# ---- design 1 ----
Figure 1. Clock nets (design 1).
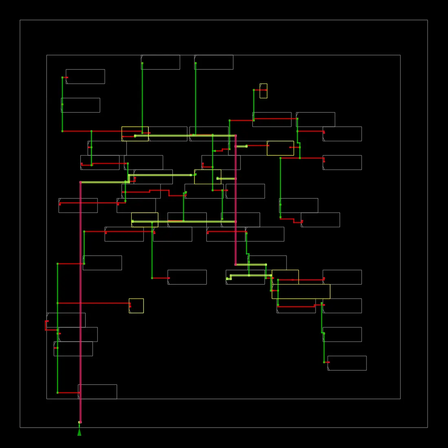

--- src/rtl/adc_conv_sequencer_if.sv ---
// SAR core handshake and averaged-result bus for adc_conv_sequencer.
// ADC_SEQ_MINMAX_EN adds the sample_min/sample_max result signals.
interface adc_conv_sequencer_if #(
  parameter int unsigned DATA_W = 8
);
  logic              adc_start;
  logic              adc_done;
  logic [DATA_W-1:0] adc_data;
  logic [DATA_W-1:0] sample_out;
  logic              sample_valid;
`ifdef ADC_SEQ_MINMAX_EN
  logic [DATA_W-1:0] sample_min;
  logic [DATA_W-1:0] sample_max;

  modport master (
    output adc_start, sample_out, sample_valid, sample_min, sample_max,
    input  adc_done, adc_data
  );
  modport slave (
    input  adc_start, sample_out, sample_valid, sample_min, sample_max,
    output adc_done, adc_data
  );
`else
  modport master (
    output adc_start, sample_out, sample_valid,
    input  adc_done, adc_data
  );
  modport slave (
    input  adc_start, sample_out, sample_valid,
    output adc_done, adc_data
  );
`endif
endinterface

--- src/rtl/adc_conv_sequencer.sv ---
// Burst-averaging conversion scheduler for the SAR ADC core (ADC_Clk domain).
// Optional macro ADC_SEQ_MINMAX_EN tracks min/max of the averaged results.
module adc_conv_sequencer #(
  parameter int unsigned DATA_W   = 8,
  parameter int unsigned AVG_LOG2 = 2,
  parameter int unsigned PERIOD   = 1000,
  parameter int unsigned TIMEOUT  = 64
) (
  input  logic                   ADC_Clk,
  input  logic                   reset,
  input  logic                   enable,
  input  logic                   single_shot,
  input  logic                   clear_err,
  adc_conv_sequencer_if.master   sar,
  output logic                   busy,
  output logic                   timeout_err,
  output logic                   overrun
);
  localparam int unsigned ACC_W  = DATA_W + AVG_LOG2;
  localparam int unsigned CNT_W  = AVG_LOG2 + 1;
  localparam int unsigned PCNT_W = $clog2(PERIOD);
  localparam int unsigned TMR_W  = $clog2(TIMEOUT + 1);

  localparam logic [CNT_W-1:0]  BURST_LEN = CNT_W'(1 << AVG_LOG2);
  localparam logic [PCNT_W-1:0] P_LAST    = PCNT_W'(PERIOD - 1);
  // Trip one cycle early so the registered flag rises TIMEOUT cycles after adc_start.
  localparam logic [TMR_W-1:0]  T_TRIP    = TMR_W'(TIMEOUT - 2);

  typedef enum logic [1:0] {S_IDLE, S_START, S_CONVERT, S_OUTPUT} state_e;

  state_e              state_q, state_d;
  logic [ACC_W-1:0]    acc_q, acc_d;
  logic [CNT_W-1:0]    cnt_q, cnt_d;
  logic [PCNT_W-1:0]   pcnt_q, pcnt_d;
  logic [TMR_W-1:0]    timer_q, timer_d;
  logic [DATA_W-1:0]   sample_q, sample_d;
  logic                timeout_err_q, timeout_err_d;
  logic                overrun_q, overrun_d;

  logic                tick;
  logic                upd;
  logic                timeout_set;
  logic [ACC_W-1:0]    sum;
  logic [DATA_W-1:0]   avg;
  logic [CNT_W-1:0]    cnt_inc;

  always_comb begin
    state_d     = state_q;
    acc_d       = acc_q;
    cnt_d       = cnt_q;
    timer_d     = timer_q;
    sample_d    = sample_q;
    upd         = 1'b0;
    timeout_set = 1'b0;

    tick = enable && (pcnt_q == P_LAST);
    if (!enable || (pcnt_q == P_LAST)) pcnt_d = '0;
    else                               pcnt_d = pcnt_q + 1'b1;

    sum     = acc_q + ACC_W'(sar.adc_data);
    avg     = sum[ACC_W-1:AVG_LOG2];
    cnt_inc = cnt_q + 1'b1;

    case (state_q)
      S_IDLE: begin
        acc_d = '0;
        cnt_d = '0;
        if (tick || single_shot) state_d = S_START;
      end
      S_START: begin
        timer_d = '0;
        state_d = S_CONVERT;
      end
      S_CONVERT: begin
        timer_d = timer_q + 1'b1;
        if (sar.adc_done) begin
          acc_d = sum;
          cnt_d = cnt_inc;
          if (cnt_inc == BURST_LEN) begin
            // Result registered here so it is presented alongside sample_valid.
            state_d  = S_OUTPUT;
            sample_d = avg;
            upd      = 1'b1;
          end else begin
            state_d = S_START;
          end
        end else if (timer_q == T_TRIP) begin
          timeout_set = 1'b1;
          state_d     = S_IDLE;
        end
      end
      S_OUTPUT: state_d = S_IDLE;
      default:  state_d = S_IDLE;
    endcase

    timeout_err_d = timeout_set || (timeout_err_q && !clear_err);
    overrun_d     = (tick && (state_q != S_IDLE)) || (overrun_q && !clear_err);
  end

  always_ff @(posedge ADC_Clk) begin
    if (reset) begin
      state_q       <= S_IDLE;
      acc_q         <= '0;
      cnt_q         <= '0;
      pcnt_q        <= '0;
      timer_q       <= '0;
      sample_q      <= '0;
      timeout_err_q <= 1'b0;
      overrun_q     <= 1'b0;
    end else begin
      state_q       <= state_d;
      acc_q         <= acc_d;
      cnt_q         <= cnt_d;
      pcnt_q        <= pcnt_d;
      timer_q       <= timer_d;
      sample_q      <= sample_d;
      timeout_err_q <= timeout_err_d;
      overrun_q     <= overrun_d;
    end
  end

  assign sar.adc_start    = (state_q == S_START);
  assign sar.sample_valid = (state_q == S_OUTPUT);
  assign sar.sample_out   = sample_q;
  assign busy             = (state_q != S_IDLE);
  assign timeout_err      = timeout_err_q;
  assign overrun          = overrun_q;

`ifdef ADC_SEQ_MINMAX_EN
  logic [DATA_W-1:0] min_q, min_d, min_base;
  logic [DATA_W-1:0] max_q, max_d, max_base;

  always_comb begin
    min_base = clear_err ? '1 : min_q;
    max_base = clear_err ? '0 : max_q;
    min_d    = min_base;
    max_d    = max_base;
    if (upd) begin
      if (avg < min_base) min_d = avg;
      if (avg > max_base) max_d = avg;
    end
  end

  always_ff @(posedge ADC_Clk) begin
    if (reset) begin
      min_q <= '1;
      max_q <= '0;
    end else begin
      min_q <= min_d;
      max_q <= max_d;
    end
  end

  assign sar.sample_min = min_q;
  assign sar.sample_max = max_q;
`endif
endmodule
--- src/flat_wrapper.sv ---
// flat-port wrapper written by rule: the top's interface ports become plain ports
module adc_conv_sequencer_flat 
#(
  parameter int unsigned DATA_W   = 8,
  parameter int unsigned AVG_LOG2 = 2,
  parameter int unsigned PERIOD   = 1000,
  parameter int unsigned TIMEOUT  = 64
)
  (ADC_Clk, reset, enable, single_shot, clear_err, busy, timeout_err, overrun, sar_adc_start, sar_sample_out, sar_sample_valid, sar_adc_done, sar_adc_data);
  adc_conv_sequencer_if #(.DATA_W(DATA_W)) sar_i ();
  input  logic ADC_Clk;
  input  logic reset;
  input  logic enable;
  input  logic single_shot;
  input  logic clear_err;
  output logic busy;
  output logic timeout_err;
  output logic overrun;
  output wire logic [$bits(sar_i.adc_start)-1:0] sar_adc_start;
  output wire logic [$bits(sar_i.sample_out)-1:0] sar_sample_out;
  output wire logic [$bits(sar_i.sample_valid)-1:0] sar_sample_valid;
  input wire logic [$bits(sar_i.adc_done)-1:0] sar_adc_done;
  input wire logic [$bits(sar_i.adc_data)-1:0] sar_adc_data;
  assign sar_adc_start = sar_i.adc_start;
  assign sar_sample_out = sar_i.sample_out;
  assign sar_sample_valid = sar_i.sample_valid;
  assign sar_i.adc_done = sar_adc_done;
  assign sar_i.adc_data = sar_adc_data;
  adc_conv_sequencer #(.DATA_W(DATA_W), .AVG_LOG2(AVG_LOG2), .PERIOD(PERIOD), .TIMEOUT(TIMEOUT)) u_core (.ADC_Clk(ADC_Clk), .reset(reset), .enable(enable), .single_shot(single_shot), .clear_err(clear_err), .sar(sar_i), .busy(busy), .timeout_err(timeout_err), .overrun(overrun));
endmodule
--- config.mk ---
export PLATFORM = sky130hd
export DESIGN_NAME = adc_conv_sequencer_flat
export DESIGN_NICKNAME = d
export VERILOG_FILES = /design/src/rtl/adc_conv_sequencer_if.sv /design/src/rtl/adc_conv_sequencer.sv /design/src/flat_wrapper.sv
export SDC_FILE = /design/constraint.sdc
export NUM_CORES = 1
export LEC_CHECK = 0
export ABC_AREA = 1
export ABC_CLOCK_PERIOD_IN_PS = 2100
export CAP_MARGIN = 25
export CORE_MARGIN = 5
export CORE_UTILIZATION = 51
export DETAILED_ROUTE_END_ITERATION = 10
export GPL_TIMING_DRIVEN = 1
export HOLD_SLACK_MARGIN = 0.1
export PLACE_DENSITY = 0.84
export SYNTH_ARGS = -nofsm -noshare
export SYNTH_HDL_FRONTEND = slang
export SYNTH_SLANG_ARGS = --single-unit
--- constraint.sdc ---
create_clock -name ADC_Clk -period 2.1 [get_ports ADC_Clk]
set_input_delay 0.42 -clock ADC_Clk [delete_from_list [all_inputs] [get_ports ADC_Clk]]
set_output_delay 0.42 -clock ADC_Clk [all_outputs]
set_load 0.1 [all_outputs]
# ---- design 2 ----
--- config.mk ---
export PLATFORM = sky130hd
export DESIGN_NAME = imm_ext_unit
export DESIGN_NICKNAME = d
export VERILOG_FILES = /design/src/rtl/imm_ext_unit.sv
export SDC_FILE = /design/constraint.sdc
export NUM_CORES = 1
export LEC_CHECK = 0
export CAP_MARGIN = 25
export CORE_AREA = 4 4 62 64
export CTS_CLUSTER_DIAMETER = 60
export DETAILED_ROUTE_END_ITERATION = 8
export DIE_AREA = 0 0 66 68
export PLACE_DENSITY = 0.78
export SYNTH_ARGS = -nofsm -noshare
export SYNTH_HDL_FRONTEND = slang
export SYNTH_SLANG_ARGS = --single-unit
--- constraint.sdc ---
create_clock -name clk -period 1.18 [get_ports clk]
set_input_delay 0.354 -clock clk [delete_from_list [all_inputs] [get_ports clk]]
set_output_delay 0.354 -clock clk [all_outputs]
set_load 0.03 [all_outputs]
--- src/rtl/imm_ext_unit.sv ---
// Registered immediate extender: zero/sign/load-upper/branch-offset modes, 1-cycle latency.
// Optional macro EXT_COMB_OUT_EN adds the combinational bypass output EXTcomb.
module imm_ext_unit #(
   parameter int IMM_W    = 16,
   parameter int OUT_W    = 32,   // must be at least 2*IMM_W
   parameter int BR_SHIFT = 2
) (
   input  logic             clk,
   input  logic             rst_n,
   input  logic             in_valid,
   input  logic [IMM_W-1:0] imm,
   input  logic [1:0]       EXTOp,
   output logic             out_valid,
   output logic [OUT_W-1:0] EXTout
`ifdef EXT_COMB_OUT_EN
   ,
   output logic [OUT_W-1:0] EXTcomb
`endif
);

   typedef enum logic [1:0] {
      EXT_ZERO   = 2'b00,
      EXT_SIGN   = 2'b01,
      EXT_UPPER  = 2'b10,
      EXT_BRANCH = 2'b11
   } ext_op_e;

   logic [OUT_W-1:0] sext_val;
   logic [OUT_W-1:0] ext_val;

   assign sext_val = {{(OUT_W-IMM_W){imm[IMM_W-1]}}, imm};

   // NOTE: every output of a combinational block gets a default first, so no path leaves it unassigned and infers a latch.
   always_comb begin
      ext_val = '0;
      unique case (ext_op_e'(EXTOp))
         EXT_ZERO:   ext_val[IMM_W-1:0]       = imm;
         EXT_SIGN:   ext_val                  = sext_val;
         EXT_UPPER:  ext_val[2*IMM_W-1:IMM_W] = imm;
         EXT_BRANCH: ext_val                  = sext_val << BR_SHIFT;
         default:    ext_val                  = '0;
      endcase
   end

   // Result register holds its value across idle cycles; only out_valid drops.
   // NOTE: sequential state uses non-blocking assignments so all flops update together at the edge.
   always_ff @(posedge clk or negedge rst_n) begin
      if (!rst_n) begin
         EXTout    <= '0;
         out_valid <= 1'b0;
      end else begin
         out_valid <= in_valid;
         if (in_valid) begin
            EXTout <= ext_val;
         end
      end
   end

`ifdef EXT_COMB_OUT_EN
   assign EXTcomb = ext_val;
`endif

endmodule

# ---- design 3 ----
### src/rtl/mul32_seq_pkg.sv
// Shared constants for the iterative shift-add multiplier: state encoding,
// iteration count and counter width.
package mul32_seq_pkg;

    localparam logic [1:0] ST_IDLE = 2'd0;
    localparam logic [1:0] ST_RUN  = 2'd1;
    localparam logic [1:0] ST_DONE = 2'd2;

    localparam int MUL_ITERS = 32;
    localparam int CNT_W     = 5;

endpackage

### src/rtl/mul32_seq.sv
// Iterative 32x32 shift-add multiplier with start/busy/done handshake.
// Signed operands are handled as sign-magnitude and the product negated at the end.
module mul32_seq
    import mul32_seq_pkg::*;
#(
    parameter int WIDTH = 32
) (
    input  logic             clk,
    input  logic             resetn,
    input  logic             start,
    input  logic             signed_op,
    input  logic [WIDTH-1:0] op_a,
    input  logic [WIDTH-1:0] op_b,
    output logic             busy,
    output logic             done,
    output logic [WIDTH-1:0] prod_lo,
    output logic [WIDTH-1:0] prod_hi
);

    logic [1:0]         state;
    logic [CNT_W-1:0]   cnt;
    logic [2*WIDTH-1:0] acc;
    logic [2*WIDTH-1:0] acc_next;
    logic [2*WIDTH-1:0] prod;
    logic [WIDTH-1:0]   mcand;
    logic [WIDTH-1:0]   mplier;
    logic [WIDTH-1:0]   mag_a;
    logic [WIDTH-1:0]   mag_b;
    logic [WIDTH:0]     sum;
    logic               neg;

    // Magnitudes are kept unsigned, so |0x80000000| stays 0x80000000 without overflow.
    always_comb begin
        mag_a    = (signed_op && op_a[WIDTH-1]) ? (~op_a + WIDTH'(1)) : op_a;
        mag_b    = (signed_op && op_b[WIDTH-1]) ? (~op_b + WIDTH'(1)) : op_b;
        sum      = {1'b0, acc[2*WIDTH-1:WIDTH]} + (mplier[0] ? {1'b0, mcand} : '0);
        acc_next = {sum, acc[WIDTH-1:1]};
    end

    always_ff @(posedge clk or negedge resetn) begin
        if (!resetn) begin
            state  <= ST_IDLE;
            cnt    <= '0;
            acc    <= '0;
            prod   <= '0;
            mcand  <= '0;
            mplier <= '0;
            neg    <= 1'b0;
        end else begin
            case (state)
                ST_IDLE: begin
                    if (start) begin
                        state  <= ST_RUN;
                        neg    <= signed_op & (op_a[WIDTH-1] ^ op_b[WIDTH-1]);
                        mcand  <= mag_a;
                        mplier <= mag_b;
                        acc    <= '0;
                        cnt    <= '0;
                    end
                end
                ST_RUN: begin
                    acc    <= acc_next;
                    mplier <= mplier >> 1;
                    cnt    <= cnt + CNT_W'(1);
                    // Counter wraps to zero on this final step.
                    if (cnt == CNT_W'(MUL_ITERS - 1)) begin
                        prod  <= neg ? (~acc_next + (2*WIDTH)'(1)) : acc_next;
                        state <= ST_DONE;
                    end
                end
                ST_DONE: state <= ST_IDLE;
                default: state <= ST_IDLE;
            endcase
        end
    end

    assign busy    = (state == ST_RUN);
    assign done    = (state == ST_DONE);
    assign prod_lo = prod[WIDTH-1:0];
    assign prod_hi = prod[2*WIDTH-1:WIDTH];

endmodule

### config.mk
export PLATFORM = sky130hd
export DESIGN_NAME = mul32_seq
export DESIGN_NICKNAME = d
export VERILOG_FILES = /design/src/rtl/mul32_seq_pkg.sv /design/src/rtl/mul32_seq.sv
export SDC_FILE = /design/constraint.sdc
export NUM_CORES = 1
export LEC_CHECK = 0
export CORE_MARGIN = 3
export CORE_UTILIZATION = 50
export CTS_CLUSTER_DIAMETER = 50
export CTS_CLUSTER_SIZE = 10
export DETAILED_ROUTE_END_ITERATION = 8
export GPL_ROUTABILITY_DRIVEN = 0
export PLACE_DENSITY = 0.76
export SYNTH_ARGS = -nofsm -noshare
export SYNTH_HDL_FRONTEND = slang
export SYNTH_SLANG_ARGS = --single-unit
### constraint.sdc
create_clock -name clk -period 10.7 [get_ports clk]
set_input_delay 2.14 -clock clk [delete_from_list [all_inputs] [get_ports clk]]
set_output_delay 2.14 -clock clk [all_outputs]
set_load 0.01 [all_outputs]
# ---- design 4 ----
--- src/rtl/brv32p_mem_arbiter.sv ---
// brv32p_mem_arbiter: round-robin share of one memory port between
// I-cache refills and D-cache refills/write-backs, one line burst at a time.
//
// Ports:
//   clk, rst                 clock, synchronous active-high reset
//   ic_req/ic_addr           I-cache line refill request
//   ic_gnt/ic_rvalid/ic_rdata/ic_done   I-cache burst status and read beats
//   dc_req/dc_we/dc_addr/dc_wdata       D-cache refill or write-back request
//   dc_gnt/dc_beat/dc_rvalid/dc_rdata/dc_done  D-cache burst status and beats
//   mem_req/mem_we/mem_addr/mem_wdata   beat request to the memory controller
//   mem_ack/mem_rdata        beat accept and read data (same cycle)
//   busy                     a burst is in progress
module brv32p_mem_arbiter #(
  parameter int LINE_WORDS    = 4,
  parameter bit RESET_PRIO_DC = 1'b1
) (
  input  logic        clk,
  input  logic        rst,
  input  logic        ic_req,
  input  logic [31:0] ic_addr,
  output logic        ic_gnt,
  output logic        ic_rvalid,
  output logic [31:0] ic_rdata,
  output logic        ic_done,
  input  logic        dc_req,
  input  logic        dc_we,
  input  logic [31:0] dc_addr,
  input  logic [31:0] dc_wdata,
  output logic        dc_gnt,
  output logic        dc_beat,
  output logic        dc_rvalid,
  output logic [31:0] dc_rdata,
  output logic        dc_done,
  output logic        mem_req,
  output logic        mem_we,
  output logic [31:0] mem_addr,
  output logic [31:0] mem_wdata,
  input  logic        mem_ack,
  input  logic [31:0] mem_rdata,
  output logic        busy
);

  localparam int BW = $clog2(LINE_WORDS);
  localparam logic [31:0] LMASK = 32'(LINE_WORDS * 4 - 1);

  typedef enum logic {
    IDLE,
    BURST
  } state_t;

  state_t          state_q, state_d;
  logic            owner_q, owner_d;
  logic            prio_q, prio_d;
  logic            we_q, we_d;
  logic [BW-1:0]   beat_q, beat_d;
  logic [31:0]     base_q, base_d;
  logic            sel_dc;
  logic            last;

  // owner/prio encoding: 1 = D-cache, 0 = I-cache
  assign sel_dc = dc_req & (~ic_req | prio_q);
  assign last   = (beat_q == BW'(LINE_WORDS - 1));

  assign ic_rdata = mem_rdata;
  assign dc_rdata = mem_rdata;

  always_ff @(posedge clk) begin
    if (rst) begin
      state_q <= IDLE;
      owner_q <= 1'b1;
      prio_q  <= RESET_PRIO_DC;
      we_q    <= 1'b0;
      beat_q  <= '0;
      base_q  <= '0;
    end else begin
      state_q <= state_d;
      owner_q <= owner_d;
      prio_q  <= prio_d;
      we_q    <= we_d;
      beat_q  <= beat_d;
      base_q  <= base_d;
    end
  end

  always_comb begin
    state_d   = state_q;
    owner_d   = owner_q;
    prio_d    = prio_q;
    we_d      = we_q;
    beat_d    = beat_q;
    base_d    = base_q;
    ic_gnt    = 1'b0;
    ic_rvalid = 1'b0;
    ic_done   = 1'b0;
    dc_gnt    = 1'b0;
    dc_beat   = 1'b0;
    dc_rvalid = 1'b0;
    dc_done   = 1'b0;
    mem_req   = 1'b0;
    mem_we    = 1'b0;
    mem_addr  = '0;
    mem_wdata = '0;
    busy      = 1'b0;
    unique case (state_q)
      IDLE: begin
        if (ic_req | dc_req) begin
          state_d = BURST;
          owner_d = sel_dc;
          beat_d  = '0;
          base_d  = sel_dc ? (dc_addr & ~LMASK)
                           : (ic_addr & ~LMASK);
          we_d    = sel_dc & dc_we;
        end
      end
      BURST: begin
        busy      = 1'b1;
        mem_req   = 1'b1;
        mem_we    = we_q;
        mem_addr  = base_q |
                    {{(30-BW){1'b0}}, beat_q, 2'b00};
        mem_wdata = dc_wdata;
        ic_gnt    = ~owner_q;
        dc_gnt    = owner_q;
        if (mem_ack) begin
          ic_rvalid = ~owner_q;
          dc_rvalid = owner_q & ~we_q;
          dc_beat   = owner_q & we_q;
          beat_d    = beat_q + 1'b1;
          if (last) begin
            ic_done = ~owner_q;
            dc_done = owner_q;
            prio_d  = ~owner_q;
            state_d = IDLE;
          end
        end
      end
      default: state_d = IDLE;
    endcase
  end

endmodule

--- config.mk ---
export PLATFORM = sky130hd
export DESIGN_NAME = brv32p_mem_arbiter
export DESIGN_NICKNAME = d
export VERILOG_FILES = /design/src/rtl/brv32p_mem_arbiter.sv
export SDC_FILE = /design/constraint.sdc
export NUM_CORES = 1
export LEC_CHECK = 0
export ABC_AREA = 0
export CAP_MARGIN = 20
export CORE_AREA = 2 2 106 108
export DETAILED_ROUTE_END_ITERATION = 8
export DIE_AREA = 0 0 108 110
export DONT_BUFFER_PORTS = 1
export PLACE_DENSITY = 0.48
export RECOVER_POWER = 100
export SETUP_SLACK_MARGIN = 0.4
export SLEW_MARGIN = 20
export SYNTH_ARGS = -nofsm -noshare
export SYNTH_HDL_FRONTEND = slang
export SYNTH_SLANG_ARGS = --single-unit
--- constraint.sdc ---
create_clock -name clk -period 3.8 [get_ports clk]
set_input_delay 0.57 -clock clk [delete_from_list [all_inputs] [get_ports clk]]
set_output_delay 0.57 -clock clk [all_outputs]
set_load 0.02 [all_outputs]
Figure 2. Routed clock nets over the placement (design 1).
(4 px per µm)
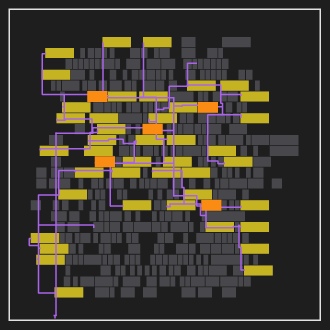
[yellow] flip-flops | count: 42
[orange] clock drivers | count: 5
[purple] clock wires | length: 524 µm
routed clock nets	6

About Figure 1:
clock latency of the later-clocked register in the worst-skew pair: 0.30 ns
Clock Buffer Count: 6

==> qor.yml, design 1 <==
worst_setup_path:
  path_buffers: 1
logic_synthesis:
  yosys-stat-cells: 317
  synth-compound-area-share_pct: 11.8
  post_synth_and_or_nand_nor_area_fraction_pct: 31.1
  synth_sequential_area_ratio_pct: 36.3
status:
  run_status: "finished, final reports clean"
cells_and_area:
  buffers_excl_clock: 36
clocking:
  max-clock-path-buffers: 2
  cts-root-buf: "sky130_fd_sc_hd__clkbuf_8"
drt:
  vias: 2120
floorplan:
  die_w_um: 77.4
final_timing:
  fmaxAchievable_mhz: 504
pwr:
  power.clock.total_w: 0.000633
  seqPwrFrac_pct: 43.7
  comb_power_share_pct: 22.9
global_route:
  globalRoute.busiestLayer: "met2"
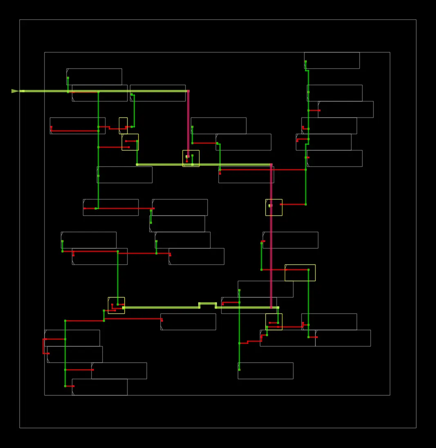
Figure 3: design 2, clock nets.
number of clock buffers inserted by TritonCTS: 5
clock latency of the later-clocked register in the worst-skew pair: 0.33 ns
worst clock skew on the final layout: 0 ns

==> qor.yml, design 2 <==
clocking:
  max-clock-path-buffers: 2
  cts.hold.buffers_added: 0
  cts-root-buf: "sky130_fd_sc_hd__clkbuf_4"
cells_and_area:
  largest_cell_class: "buffers"
  antenna_cells_inserted: 0
  stdcell_count: 278
status:
  violations: "negative setup slack"
  run_status: "finished with violations"
placed_design:
  place_congestion: 0.776
  count_of_buffers_inserted_at_the_top_level_ports: 53
logic_synthesis:
  netlist.area_leader.share_pct: 53.7
  synth.cellmix.adderShare_pct: 0
  synth_warnings: 0
final_timing:
  setup_viol_count_final: 33
  max-slew-margin-rel_pct: 80.2
  worst_slack_ns: -0.108
pwr:
  vdd_ir_drop_max_uv: 806
  cellLeakagePower_nw: 1.08
  seqPwrFrac_pct: 45.1
  pwr.group.combinational_w: 0.000977
drt:
  route.detailed.wl_per_inst_um: 15.2
  remaining_drc_errors: 0
  detail_route.wirelength.met1_um: 1740
  detailroute.wirelength.met3_um: 244
worst_setup_path:
  worstPathRequired_ns: 0.83
  r2r.worst_path.cells: 4
  setup.worst_path.class: "register to primary output"
  cp_slowest_cell: "sky130_fd_sc_hd__dfrtp_1"
floorplan:
  design.portCount: 54
  placementRows: 21
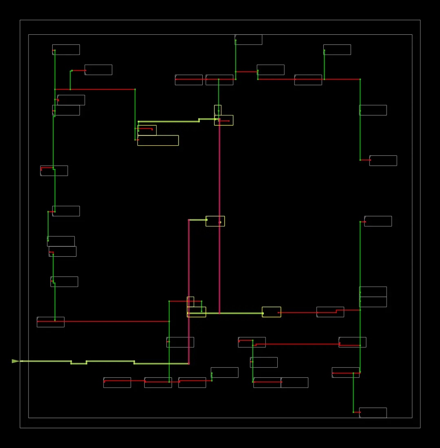
Figure 4: design 4, clock nets.
Clock Sink Count: 34
total clock network power: 0.000342 W
number of clock buffers inserted by TritonCTS: 5
Clock Buffer Count: 5
Flop Count: 34

==> qor.yml, design 4 <==
logic_synthesis:
  synth-area-yosys_mm2: 0.00257
  synth-edff-count: 0
  synth_sequential_area_ratio_pct: 26.5
  cell_accounting_for_the_most_synthesized_area: "sky130_fd_sc_hd__dfxtp_1"
  yosys.cell_count.top_type: "sky130_fd_sc_hd__buf_4"
run:
  cap_viol_max_count: 0
pwr:
  seqPwrFrac_pct: 43.8
  power.internal_w: 0.000638
  vdd_ir_drop_max_uv: 121
  comb_power_share_pct: 19.9
  pwr.group.sequential_w: 0.000412
  leading_power_group: "sequential cells"
placed_design:
  placedCellCount: 384
worst_setup_path:
  crit_arrival_ns: 2.14
  worst_r2r_endpoint: "beat_q[0]$_SDFFE_PP0P_"
  end_kind: "primary output"
  r2r_start: "state_q$_SDFF_PP0_"
  timing.critical_path.slowest_cell_delay_ns: 0.88
cells_and_area:
  final-clk-cell-share_pct: 4.93
  stdcell_count: 393
  post-route-util_pct: 20.6
  layout_top_cell: "sky130_fd_sc_hd__and2_0"
  antenna_cells_inserted: 1
  final_layout_size_suffix_gt1_share_pct: 5.56
  num-multi-input-gates: 207
  seqAreaFraction_pct: 30.8
  layout.area.seq_um2: 681
  nNetsFinal: 386
  nNonClkInverters: 1
global_route:
  maximum_number_of_pins_on_one_net_before_global_route_repair: 58
  grt_remaining_overflow: 0
  global_route.usage.met3_pct: 3.41
  vias_in_the_first_global_route: 1845
final_timing:
  fin_worst_skew_ns: 0.00568
  layout_worst_path_cycle_share_pct: 71.2
  max-slew-margin-rel_pct: 31.0
status:
  run_status: "finished, final reports clean"
floorplan:
  die_w_um: 108
drt:
  drt_iter0_drc: 75
  routed.top_layer: "met4"
clocking:
  cts-root-buf: "sky130_fd_sc_hd__clkbuf_8"
  cts_tree: "done"
Figure 5. M3 wires (design 3).
(3 px per µm)
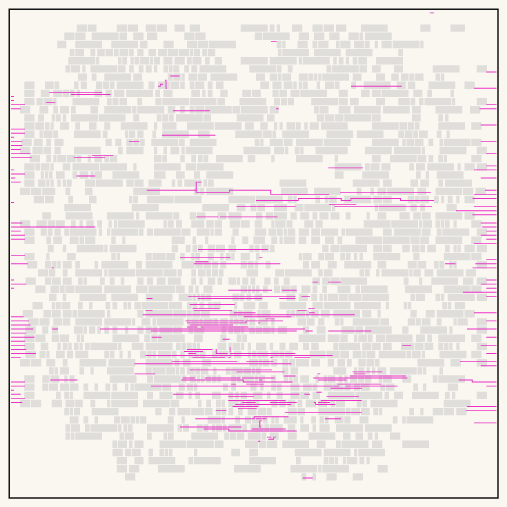
wire length on this layer	2160 µm
share of all routed wire	7.1%
main direction	horizontal
longest straight run	70.4 µm
nets with wire on the layer	182

==> qor.yml, design 3 <==
cells_and_area:
  largest_reg_flops: 64
  antenna_cells_inserted: 0
  largest_cell_class: "logic gates"
  final_layout_size_suffix_gt1_share_pct: 4.15
  ff_count: 199
  buffers_excl_clock: 142
worst_setup_path:
  worst_r2r_endpoint: "prod[61]$_DFFE_PN0P_"
  crit_family: "AND-OR/OR-AND gates"
  setup.worst_path.end: "prod[61]$_DFFE_PN0P_"
  r2r.worst_path.cells: 13
logic_synthesis:
  mux_area_fraction_pct: 0.593
  synth.cellmix.adderShare_pct: 3.95
  post_synth_and_or_nand_nor_area_fraction_pct: 16.8
  synth_sequential_area_ratio_pct: 40.7
  synth-area-yosys_mm2: 0.0122
final_timing:
  setup_viol_count_final: 0
  worst_slack_ns: 5.67
  grt_setup_unrepaired: "no"
pwr:
  seqPwrFrac_pct: 31.3
  cellLeakagePower_nw: 6.07
  leading_power_group: "combinational logic"
global_route:
  globalRoute.busiestLayer: "met2"
  grt_remaining_overflow: 0
floorplan:
  die_area_mm2: 0.0264
worst_hold_path:
  hold_end: "mplier[0]$_DFFE_PN0P_"
  min-delay-path-class: "register to register"
status:
  run_status: "finished, final reports clean"
clocking:
  cts_sinks: 199
  max-clock-path-buffers: 2
placed_design:
  placed_area_mm2: 0.0137

==> layout pictures side by side <==
Signal wires on met1.
image #1
(4 px per µm) Supply wires on this layer in grey.
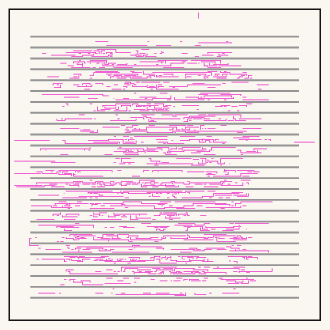
image #2
(2 px per µm) Supply wires on this layer in grey.
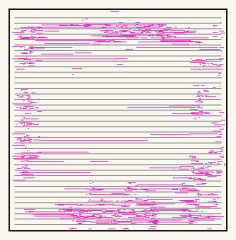
image #3
(1.5 px per µm) Supply wires on this layer in grey.
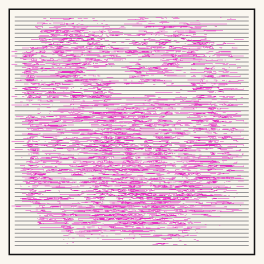
image #4
(4 px per µm) Supply wires on this layer in grey.
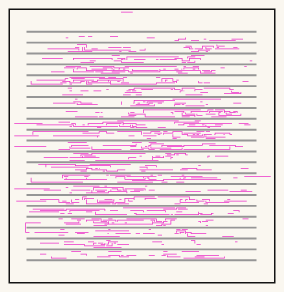
- largest die: image #3
- smallest die: image #4
design 1 -> image #1
design 2 -> image #4
design 4 -> image #2
design 3 -> image #3

Key to image #1:
wire length on this layer	2320 µm
main direction	horizontal


# ---- design 5 ----
Figure 6. Clock nets (design 5).
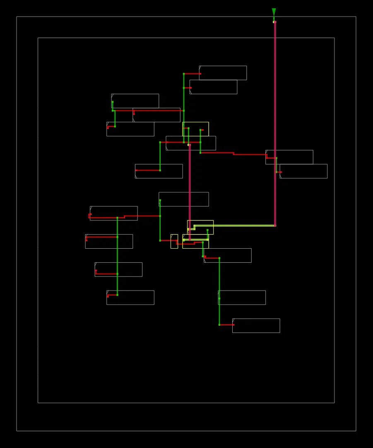

===== config.mk =====
export PLATFORM = sky130hd
export DESIGN_NAME = booth_sequencer
export DESIGN_NICKNAME = d
export VERILOG_FILES = /design/src/rtl/booth_sequencer.sv
export SDC_FILE = /design/constraint.sdc
export NUM_CORES = 1
export LEC_CHECK = 0
export CAP_MARGIN = 15
export CORE_ASPECT_RATIO = 1.25
export CORE_MARGIN = 4
export CORE_UTILIZATION = 25
export DETAILED_ROUTE_END_ITERATION = 7
export PLACE_DENSITY = 0.53
export SYNTH_ARGS = -nofsm -noshare
export SYNTH_HDL_FRONTEND = slang
export SYNTH_SLANG_ARGS = --single-unit

===== constraint.sdc =====
create_clock -name clk -period 2.3 [get_ports clk]
set_input_delay 0.23 -clock clk [delete_from_list [all_inputs] [get_ports clk]]
set_output_delay 0.23 -clock clk [all_outputs]
set_load 0.05 [all_outputs]

===== src/rtl/booth_sequencer.sv =====
// Booth-recoding command sequencer for a shift/add-subtract multiplier datapath.
// Bit-skipping: each run of equal multiplier bits costs a single command.
module booth_sequencer #(
    parameter int WIDTH = 4,
    parameter int SW    = $clog2(WIDTH + 1)
) (
    input  logic             clk,
    input  logic             rstn,
    input  logic             start,
    input  logic [WIDTH-1:0] multiplier,
    output logic             busy,
    output logic             load,
    output logic             cmd_valid,
    input  logic             cmd_ready,
    output logic [SW-1:0]    cmd_shift,
    output logic             cmd_arith,
    output logic             cmd_op,
    output logic             cmd_finish,
    output logic             done,
    output logic [1:0]       dbg_state
);

    // Command handshake: a command transfers on a rising edge where
    // cmd_valid && cmd_ready; while cmd_valid is high and cmd_ready is low,
    // every cmd_* field and all internal state hold. cmd_ready never feeds
    // the cmd_* fields combinationally, it only steers the state update.

    typedef enum logic [1:0] {
        IDLE = 2'd0,
        LOAD = 2'd1,
        RUN  = 2'd2,
        DONE = 2'd3
    } state_t;

    state_t           state;
    logic [WIDTH-1:0] m;
    logic [WIDTH-1:0] mask;
    logic [SW-1:0]    pos;

    logic [SW-1:0]    low_idx;
    logic             low_bit;
    logic             mask_empty;
    logic             handshake;

    assign dbg_state  = state;
    assign mask_empty = (mask == '0);
    assign handshake  = cmd_valid && cmd_ready;

    // Scanning from the top down leaves the lowest set bit's index and value.
    always_comb begin
        low_idx = '0;
        low_bit = 1'b0;
        for (int i = WIDTH - 1; i >= 0; i--) begin
            if (mask[i]) begin
                low_idx = SW'(i);
                low_bit = m[i];
            end
        end
    end

    always_comb begin
        cmd_shift  = '0;
        cmd_arith  = 1'b0;
        cmd_op     = 1'b0;
        cmd_finish = 1'b0;
        if (cmd_valid) begin
            if (!mask_empty) begin
                cmd_shift = low_idx - pos;
                cmd_arith = 1'b1;
                cmd_op    = ~low_bit;
            end else begin
                cmd_shift  = SW'(WIDTH) - pos;
                cmd_finish = 1'b1;
            end
        end
    end

    always_ff @(posedge clk or negedge rstn) begin
        if (!rstn) begin
            state     <= IDLE;
            m         <= '0;
            mask      <= '0;
            pos       <= '0;
            busy      <= 1'b0;
            load      <= 1'b0;
            cmd_valid <= 1'b0;
            done      <= 1'b0;
        end else begin
            case (state)
                IDLE: begin
                    if (start) begin
                        m     <= multiplier;
                        mask  <= multiplier ^ {multiplier[WIDTH-2:0], 1'b0};
                        pos   <= '0;
                        busy  <= 1'b1;
                        load  <= 1'b1;
                        state <= LOAD;
                    end
                end
                LOAD: begin
                    load      <= 1'b0;
                    cmd_valid <= 1'b1;
                    state     <= RUN;
                end
                RUN: begin
                    if (handshake) begin
                        if (!mask_empty) begin
                            // mask & (mask - 1) drops exactly the lowest set bit.
                            mask <= mask & (mask - 1'b1);
                            pos  <= low_idx;
                        end else begin
                            pos       <= SW'(WIDTH);
                            cmd_valid <= 1'b0;
                            done      <= 1'b1;
                            state     <= DONE;
                        end
                    end
                end
                DONE: begin
                    done  <= 1'b0;
                    busy  <= 1'b0;
                    state <= IDLE;
                end
                default: begin
                    busy      <= 1'b0;
                    load      <= 1'b0;
                    cmd_valid <= 1'b0;
                    done      <= 1'b0;
                    state     <= IDLE;
                end
            endcase
        end
    end

endmodule


# ---- design 6 ----
### src/rtl/ext_bus_bridge_pkg.sv
// ext_bus_bridge_pkg: shared encodings for the 6502 pin bridge.
// FSM states, timeout filler data and the write pin_oe pattern.
package ext_bus_bridge_pkg;

  typedef enum logic [1:0] {
    BRG_IDLE = 2'd0,
    BRG_REQ  = 2'd1,
    BRG_DONE = 2'd2
  } brg_state_t;

  localparam logic [7:0] BRG_TIMEOUT_DATA = 8'hEA;
  localparam logic [7:0] BRG_OE_WRITE     = 8'hFF;

  function automatic logic brg_is_write(input logic [7:0] oe);
    return oe == BRG_OE_WRITE;
  endfunction

endpackage

### src/rtl/ext_bus_bridge_edge.sv
// phase_edge_detect: registers the core clk_cpu copy.
// Emits single-clk rise/fall pulses relative to the previous sample.
module phase_edge_detect (
  input  logic clk,
  input  logic rst_n,
  input  logic i_phase,
  output logic o_rise,
  output logic o_fall
);

  logic r_phase_q;

  // previous-cycle phase sample
  always_ff @(posedge clk) begin
    if (!rst_n) r_phase_q <= 1'b0;
    else        r_phase_q <= i_phase;
  end

  assign o_rise = i_phase & ~r_phase_q;
  assign o_fall = ~i_phase & r_phase_q;

endmodule

### src/rtl/ext_bus_bridge.sv
// ext_bus_bridge: demuxes 6502 pins into a req/ack memory access.
// Define BRIDGE_TIMEOUT_EN to abort unacked accesses after TIMEOUT_CYCLES.
module ext_bus_bridge
  import ext_bus_bridge_pkg::*;
#(
  parameter int         TIMEOUT_CYCLES = 16,
  parameter logic [7:0] TIMEOUT_DATA   = BRG_TIMEOUT_DATA
) (
  input  logic        clk,
  input  logic        rst_n,
  input  logic        phase,
  input  logic [7:0]  pin_ab,
  input  logic [7:0]  pin_d_out,
  input  logic [7:0]  pin_oe,
  output logic [7:0]  pin_d_in,
  output logic [15:0] mem_addr,
  output logic [7:0]  mem_wdata,
  output logic        mem_we,
  output logic        mem_req,
  input  logic        mem_ack,
  input  logic [7:0]  mem_rdata,
  output logic        bus_err,
  output logic        busy
);

  brg_state_t r_state;
  brg_state_t w_state_n;
  logic [7:0] r_addr_hi;
  logic [7:0] r_wdata;
  logic       w_rise;
  logic       w_fall;
  logic       w_issue;
  logic       w_ack_ok;
  logic       w_tmo;
  logic       w_tmo_hit;

  phase_edge_detect u_edge (
    .clk    (clk),
    .rst_n  (rst_n),
    .i_phase(phase),
    .o_rise (w_rise),
    .o_fall (w_fall)
  );

`ifdef BRIDGE_TIMEOUT_EN
  logic [4:0] r_wait;

  // wait counter: cleared on REQ entry, counts while in REQ
  always_ff @(posedge clk) begin
    if (!rst_n)                  r_wait <= 5'd0;
    else if (w_issue)            r_wait <= 5'd0;
    else if (r_state == BRG_REQ) r_wait <= r_wait + 5'd1;
  end

  assign w_tmo_hit = (r_wait == 5'(TIMEOUT_CYCLES - 1));

  // sticky timeout flag
  always_ff @(posedge clk) begin
    if (!rst_n)     bus_err <= 1'b0;
    else if (w_tmo) bus_err <= 1'b1;
  end
`else
  logic w_unused;
  assign w_unused  = ^{TIMEOUT_DATA, 8'(TIMEOUT_CYCLES)};
  assign w_tmo_hit = 1'b0;
  assign bus_err   = 1'b0;
`endif

  // state register
  always_ff @(posedge clk) begin
    if (!rst_n) r_state <= BRG_IDLE;
    else        r_state <= w_state_n;
  end

  // next state and access strobes; ack beats timeout
  always_comb begin
    w_state_n = r_state;
    w_issue   = 1'b0;
    w_ack_ok  = 1'b0;
    w_tmo     = 1'b0;
    unique case (r_state)
      BRG_IDLE: begin
        if (w_fall) begin
          w_issue   = 1'b1;
          w_state_n = BRG_REQ;
        end
      end
      BRG_REQ: begin
        if (mem_ack) begin
          w_ack_ok  = 1'b1;
          w_state_n = BRG_DONE;
        end else if (w_tmo_hit) begin
          w_tmo     = 1'b1;
          w_state_n = BRG_DONE;
        end
      end
      BRG_DONE: begin
        if (w_rise) w_state_n = BRG_IDLE;
      end
      default: w_state_n = BRG_IDLE;
    endcase
  end

  // high-half capture; last sample before the fall wins
  always_ff @(posedge clk) begin
    if (!rst_n) begin
      r_addr_hi <= 8'h00;
      r_wdata   <= 8'h00;
    end else if (phase) begin
      r_addr_hi <= pin_ab;
      r_wdata   <= pin_d_out;
    end
  end

  // memory-side outputs and read-data return
  always_ff @(posedge clk) begin
    if (!rst_n) begin
      mem_addr  <= 16'h0000;
      mem_wdata <= 8'h00;
      mem_we    <= 1'b0;
      mem_req   <= 1'b0;
      pin_d_in  <= 8'h00;
    end else if (w_issue) begin
      mem_addr  <= {r_addr_hi, pin_ab};
      mem_wdata <= r_wdata;
      mem_we    <= brg_is_write(pin_oe);
      mem_req   <= 1'b1;
    end else if (w_ack_ok) begin
      mem_req <= 1'b0;
      if (!mem_we) pin_d_in <= mem_rdata;
    end else if (w_tmo) begin
      mem_req <= 1'b0;
      if (!mem_we) pin_d_in <= TIMEOUT_DATA;
    end
  end

  assign busy = (r_state != BRG_IDLE);

endmodule
### config.mk
export PLATFORM = sky130hd
export DESIGN_NAME = ext_bus_bridge
export DESIGN_NICKNAME = d
export VERILOG_FILES = /design/src/rtl/ext_bus_bridge_pkg.sv /design/src/rtl/ext_bus_bridge_edge.sv /design/src/rtl/ext_bus_bridge.sv
export SDC_FILE = /design/constraint.sdc
export NUM_CORES = 1
export LEC_CHECK = 0
export ABC_AREA = 0
export CORE_UTILIZATION = 48
export CTS_CLUSTER_SIZE = 30
export DETAILED_ROUTE_END_ITERATION = 7
export PLACE_DENSITY = 0.91
export SYNTH_ARGS = -nofsm -noshare
export SYNTH_HDL_FRONTEND = slang
export SYNTH_SLANG_ARGS = --single-unit
### constraint.sdc
create_clock -name clk -period 2.76 [get_ports clk]
set_input_delay 0.414 -clock clk [delete_from_list [all_inputs] [get_ports clk]]
set_output_delay 0.414 -clock clk [all_outputs]
set_load 0.02 [all_outputs]
Figure 7. Local utilization (design 5).
(4 px per µm) The die is cut into 7 by 8 equal tiles; white is low, dark blue is high, 0 to 100% covered.
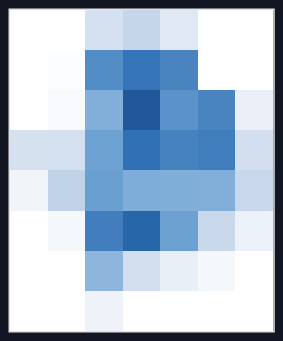
fullest tile	84%
emptiest ninth of the die	lower left
nearly empty tiles	34%
mean over tiles	26%

About Figure 6:
worst clock skew on the final layout: 0.000715 ns
Clock Buffer Count: 4
Clock Sink Count: 17

==> qor.yml, design 5 <==
status:
  run_status: "finished, final reports clean"
cells_and_area:
  layout.area.seq_um2: 428
  antenna_cells_inserted: 0
  ff_count: 17
  fillCellCount: 414
  largest_cell_class: "logic gates"
worst_setup_path:
  path_cells: "nor2b_2 -> o21ai_1 -> ha_1 -> fa_2 -> xor2_1 -> xnor2_1 -> nor2_2 -> buf_12"
  path_buffers: 1
logic_synthesis:
  netlist.area_leader.share_pct: 40.7
  post_synth_and_or_nand_nor_area_fraction_pct: 13.4
  cell_types_with_the_highest_counts_after_synthesis: "sky130_fd_sc_hd__dfrtp_1 (17), sky130_fd_sc_hd__inv_1 (13), sky130_fd_sc_hd__o21ai_0 (8)"
  synth_warnings: 0
final_timing:
  worst_slack_ns: 0.107
  max_slew.worst_pin.slew_ns: 0.834
floorplan:
  design.portCount: 20
  die_w_um: 65.8
  tapcells: 56
run:
  warning_count: 29
drt:
  route.detailed.wl_per_inst_um: 12.5
  wl_met2_um: 1190
  drt_iter0_drc: 19
clocking:
  ctsHtreeMaxLevel: 1
  post_cts_resize_count: 4
placed_design:
  placed_area_mm2: 0.00134
global_route:
  global_route.usage.total_pct: 9.67
Figure 8. Signal wires on met1 (design 6).
(4 px per µm) Supply wires on this layer in grey.
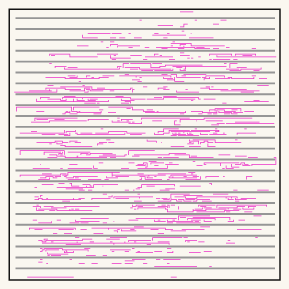
share of all routed wire	43%
nets with wire on the layer	284
wire length on this layer	1930 µm
longest straight run	31.7 µm
main direction	horizontal

==> qor.yml, design 6 <==
status:
  run_status: "finished, final reports clean"
clocking:
  cts_made_buffers: 5
  cts_sinks: 53
  cts_setup_buffers: 0
floorplan:
  chipHeight_um: 67.3
  die_area_mm2: 0.00453
  design.portCount: 72
  die_w_um: 67.3
  tapcells: 50
final_timing:
  layout_min_cycle_time_ns: 2.01
  layout_worst_path_cycle_share_pct: 72.9
  max_slew.worst_pin.slew_ns: 0.886
cells_and_area:
  layout.buffer.nonclock.area_share_pct: 25.3
  largest_reg_flops: 16
  num-multi-input-gates: 148
  post-route-util_pct: 70.8
  nNonClkInverters: 1
  layout_top_cells_excl_fill_tap: "sky130_fd_sc_hd__clkdlybuf4s50_1 (69), sky130_fd_sc_hd__nand2_1 (57), sky130_fd_sc_hd__dfxtp_1 (53)"
drt:
  detail_route.wirelength.met1_um: 1930
  wl_met2_um: 2280
  detailroute.wirelength.met3_um: 206
placed_design:
  detailed_place_hpwl_um: 3080
worst_setup_path:
  setup.worst_path.class: "register to primary output"
  setup.worst_path.end: "busy"
  worstSetupStartpointType: "register"
  cp_slowest_cell: "sky130_fd_sc_hd__clkdlybuf4s50_1"
  r2r_setup_slack_ns: 0.99
logic_synthesis:
  xor_area_share_pct: 0
  topCombFamilyByArea: "simple AND/OR/NAND/NOR gates"
  yosys-stat-cells: 219
  post_synth_and_or_nand_nor_area_fraction_pct: 23.3
  avgSynthCellArea_um2: 9.35
  synth.cellmix.adderShare_pct: 0
  synth_flop_count: 53
  yosys.cell_count.top_type: "sky130_fd_sc_hd__nand2_1"
global_route:
  grt_pass1_wl_um: 7330
  vias_in_the_first_global_route: 1654
  global_route.usage.met3_pct: 4.73
  maximum_number_of_pins_on_one_net_before_global_route_repair: 63
run:
  cap_viol_max_count: 0
worst_hold_path:
  worst_hold_startpoint: "r_wdata[4]$_SDFFE_PN0P_"
  min-delay-path-class: "register to register"


==> gallery <==
M3 wires.
picture 1
(6 px per µm)
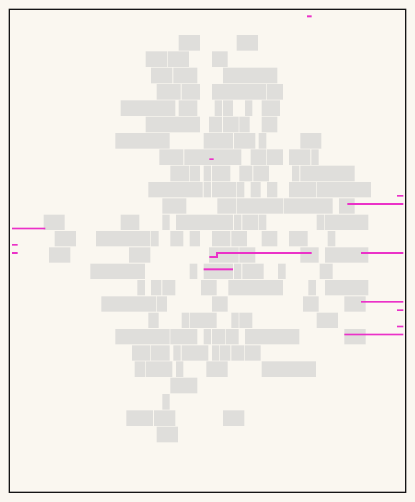
picture 2
(6 px per µm)
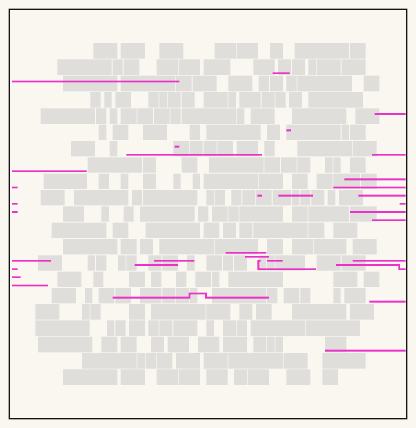
picture 3
(4 px per µm)
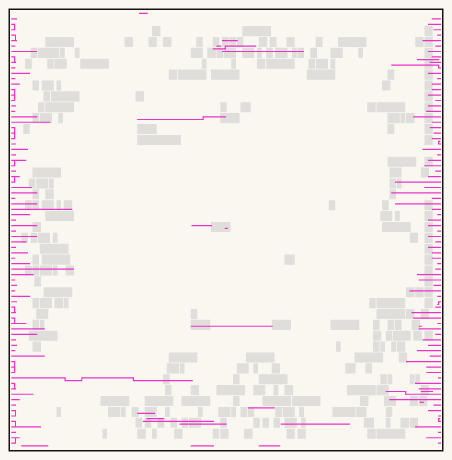
picture 4
(6 px per µm)
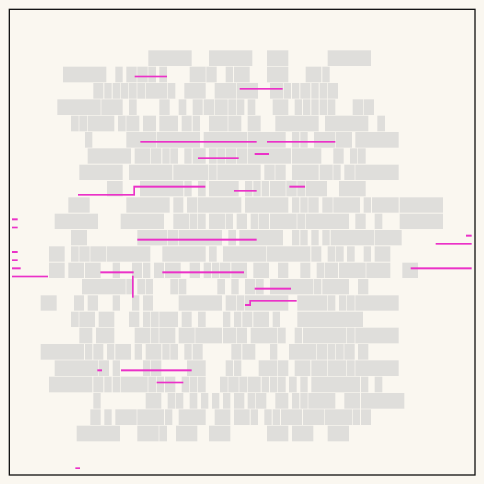
picture 5
(8 px per µm)
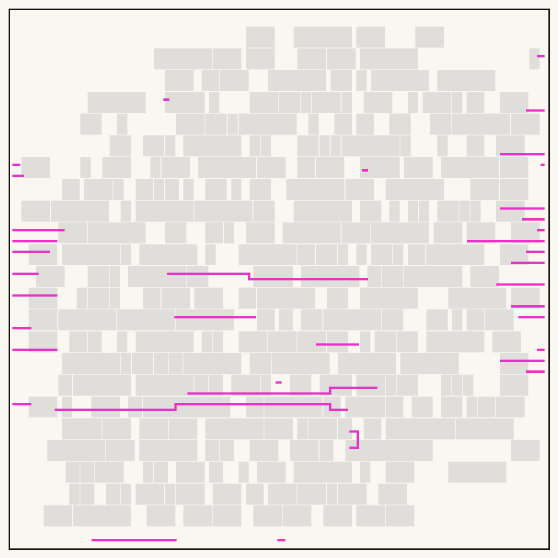
| from | picture |
|---|---|
| design 1 | picture 4 |
| design 4 | picture 3 |
| design 2 | picture 2 |
| design 6 | picture 5 |
| design 5 | picture 1 |
Of these, largest die: picture 3


==> screenshots <==
Local utilization.
(a)
(6 px per µm) The die is cut into 7 by 7 equal tiles; white is low, dark blue is high, 0 to 100% covered.
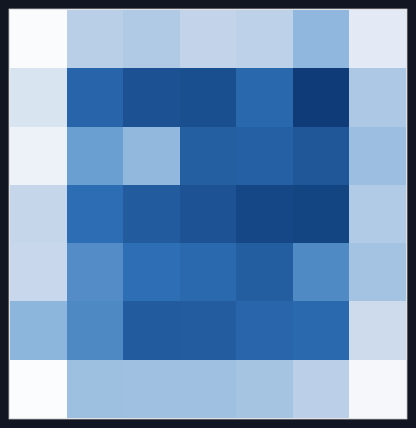
(b)
(3 px per µm) The die is cut into 11 by 11 equal tiles; white is low, dark blue is high, 0 to 100% covered.
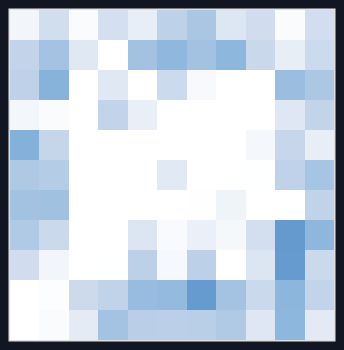
(c)
(4 px per µm) The die is cut into 8 by 8 equal tiles; white is low, dark blue is high, 0 to 100% covered.
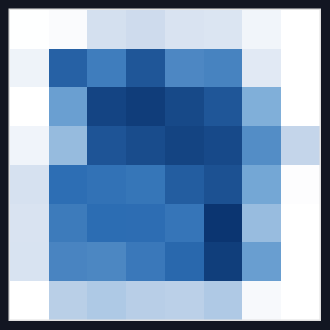
(d)
(2 px per µm) The die is cut into 16 by 16 equal tiles; white is low, dark blue is high, 0 to 100% covered.
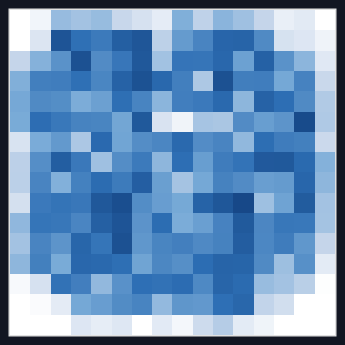
(e)
(6 px per µm) The die is cut into 7 by 7 equal tiles; white is low, dark blue is high, 0 to 100% covered.
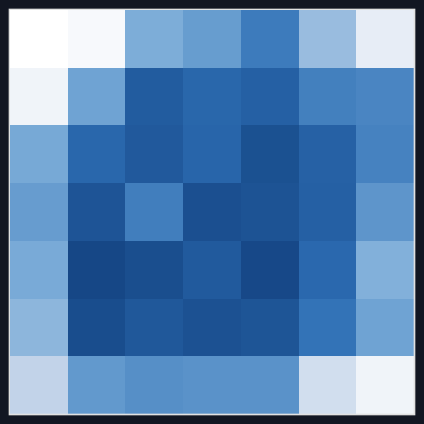
- (b) = design 4
- (a) = design 2
- (e) = design 6
- (d) = design 3
- (c) = design 1

Power figures rest on the tool's default switching activity, not on a simulated workload.
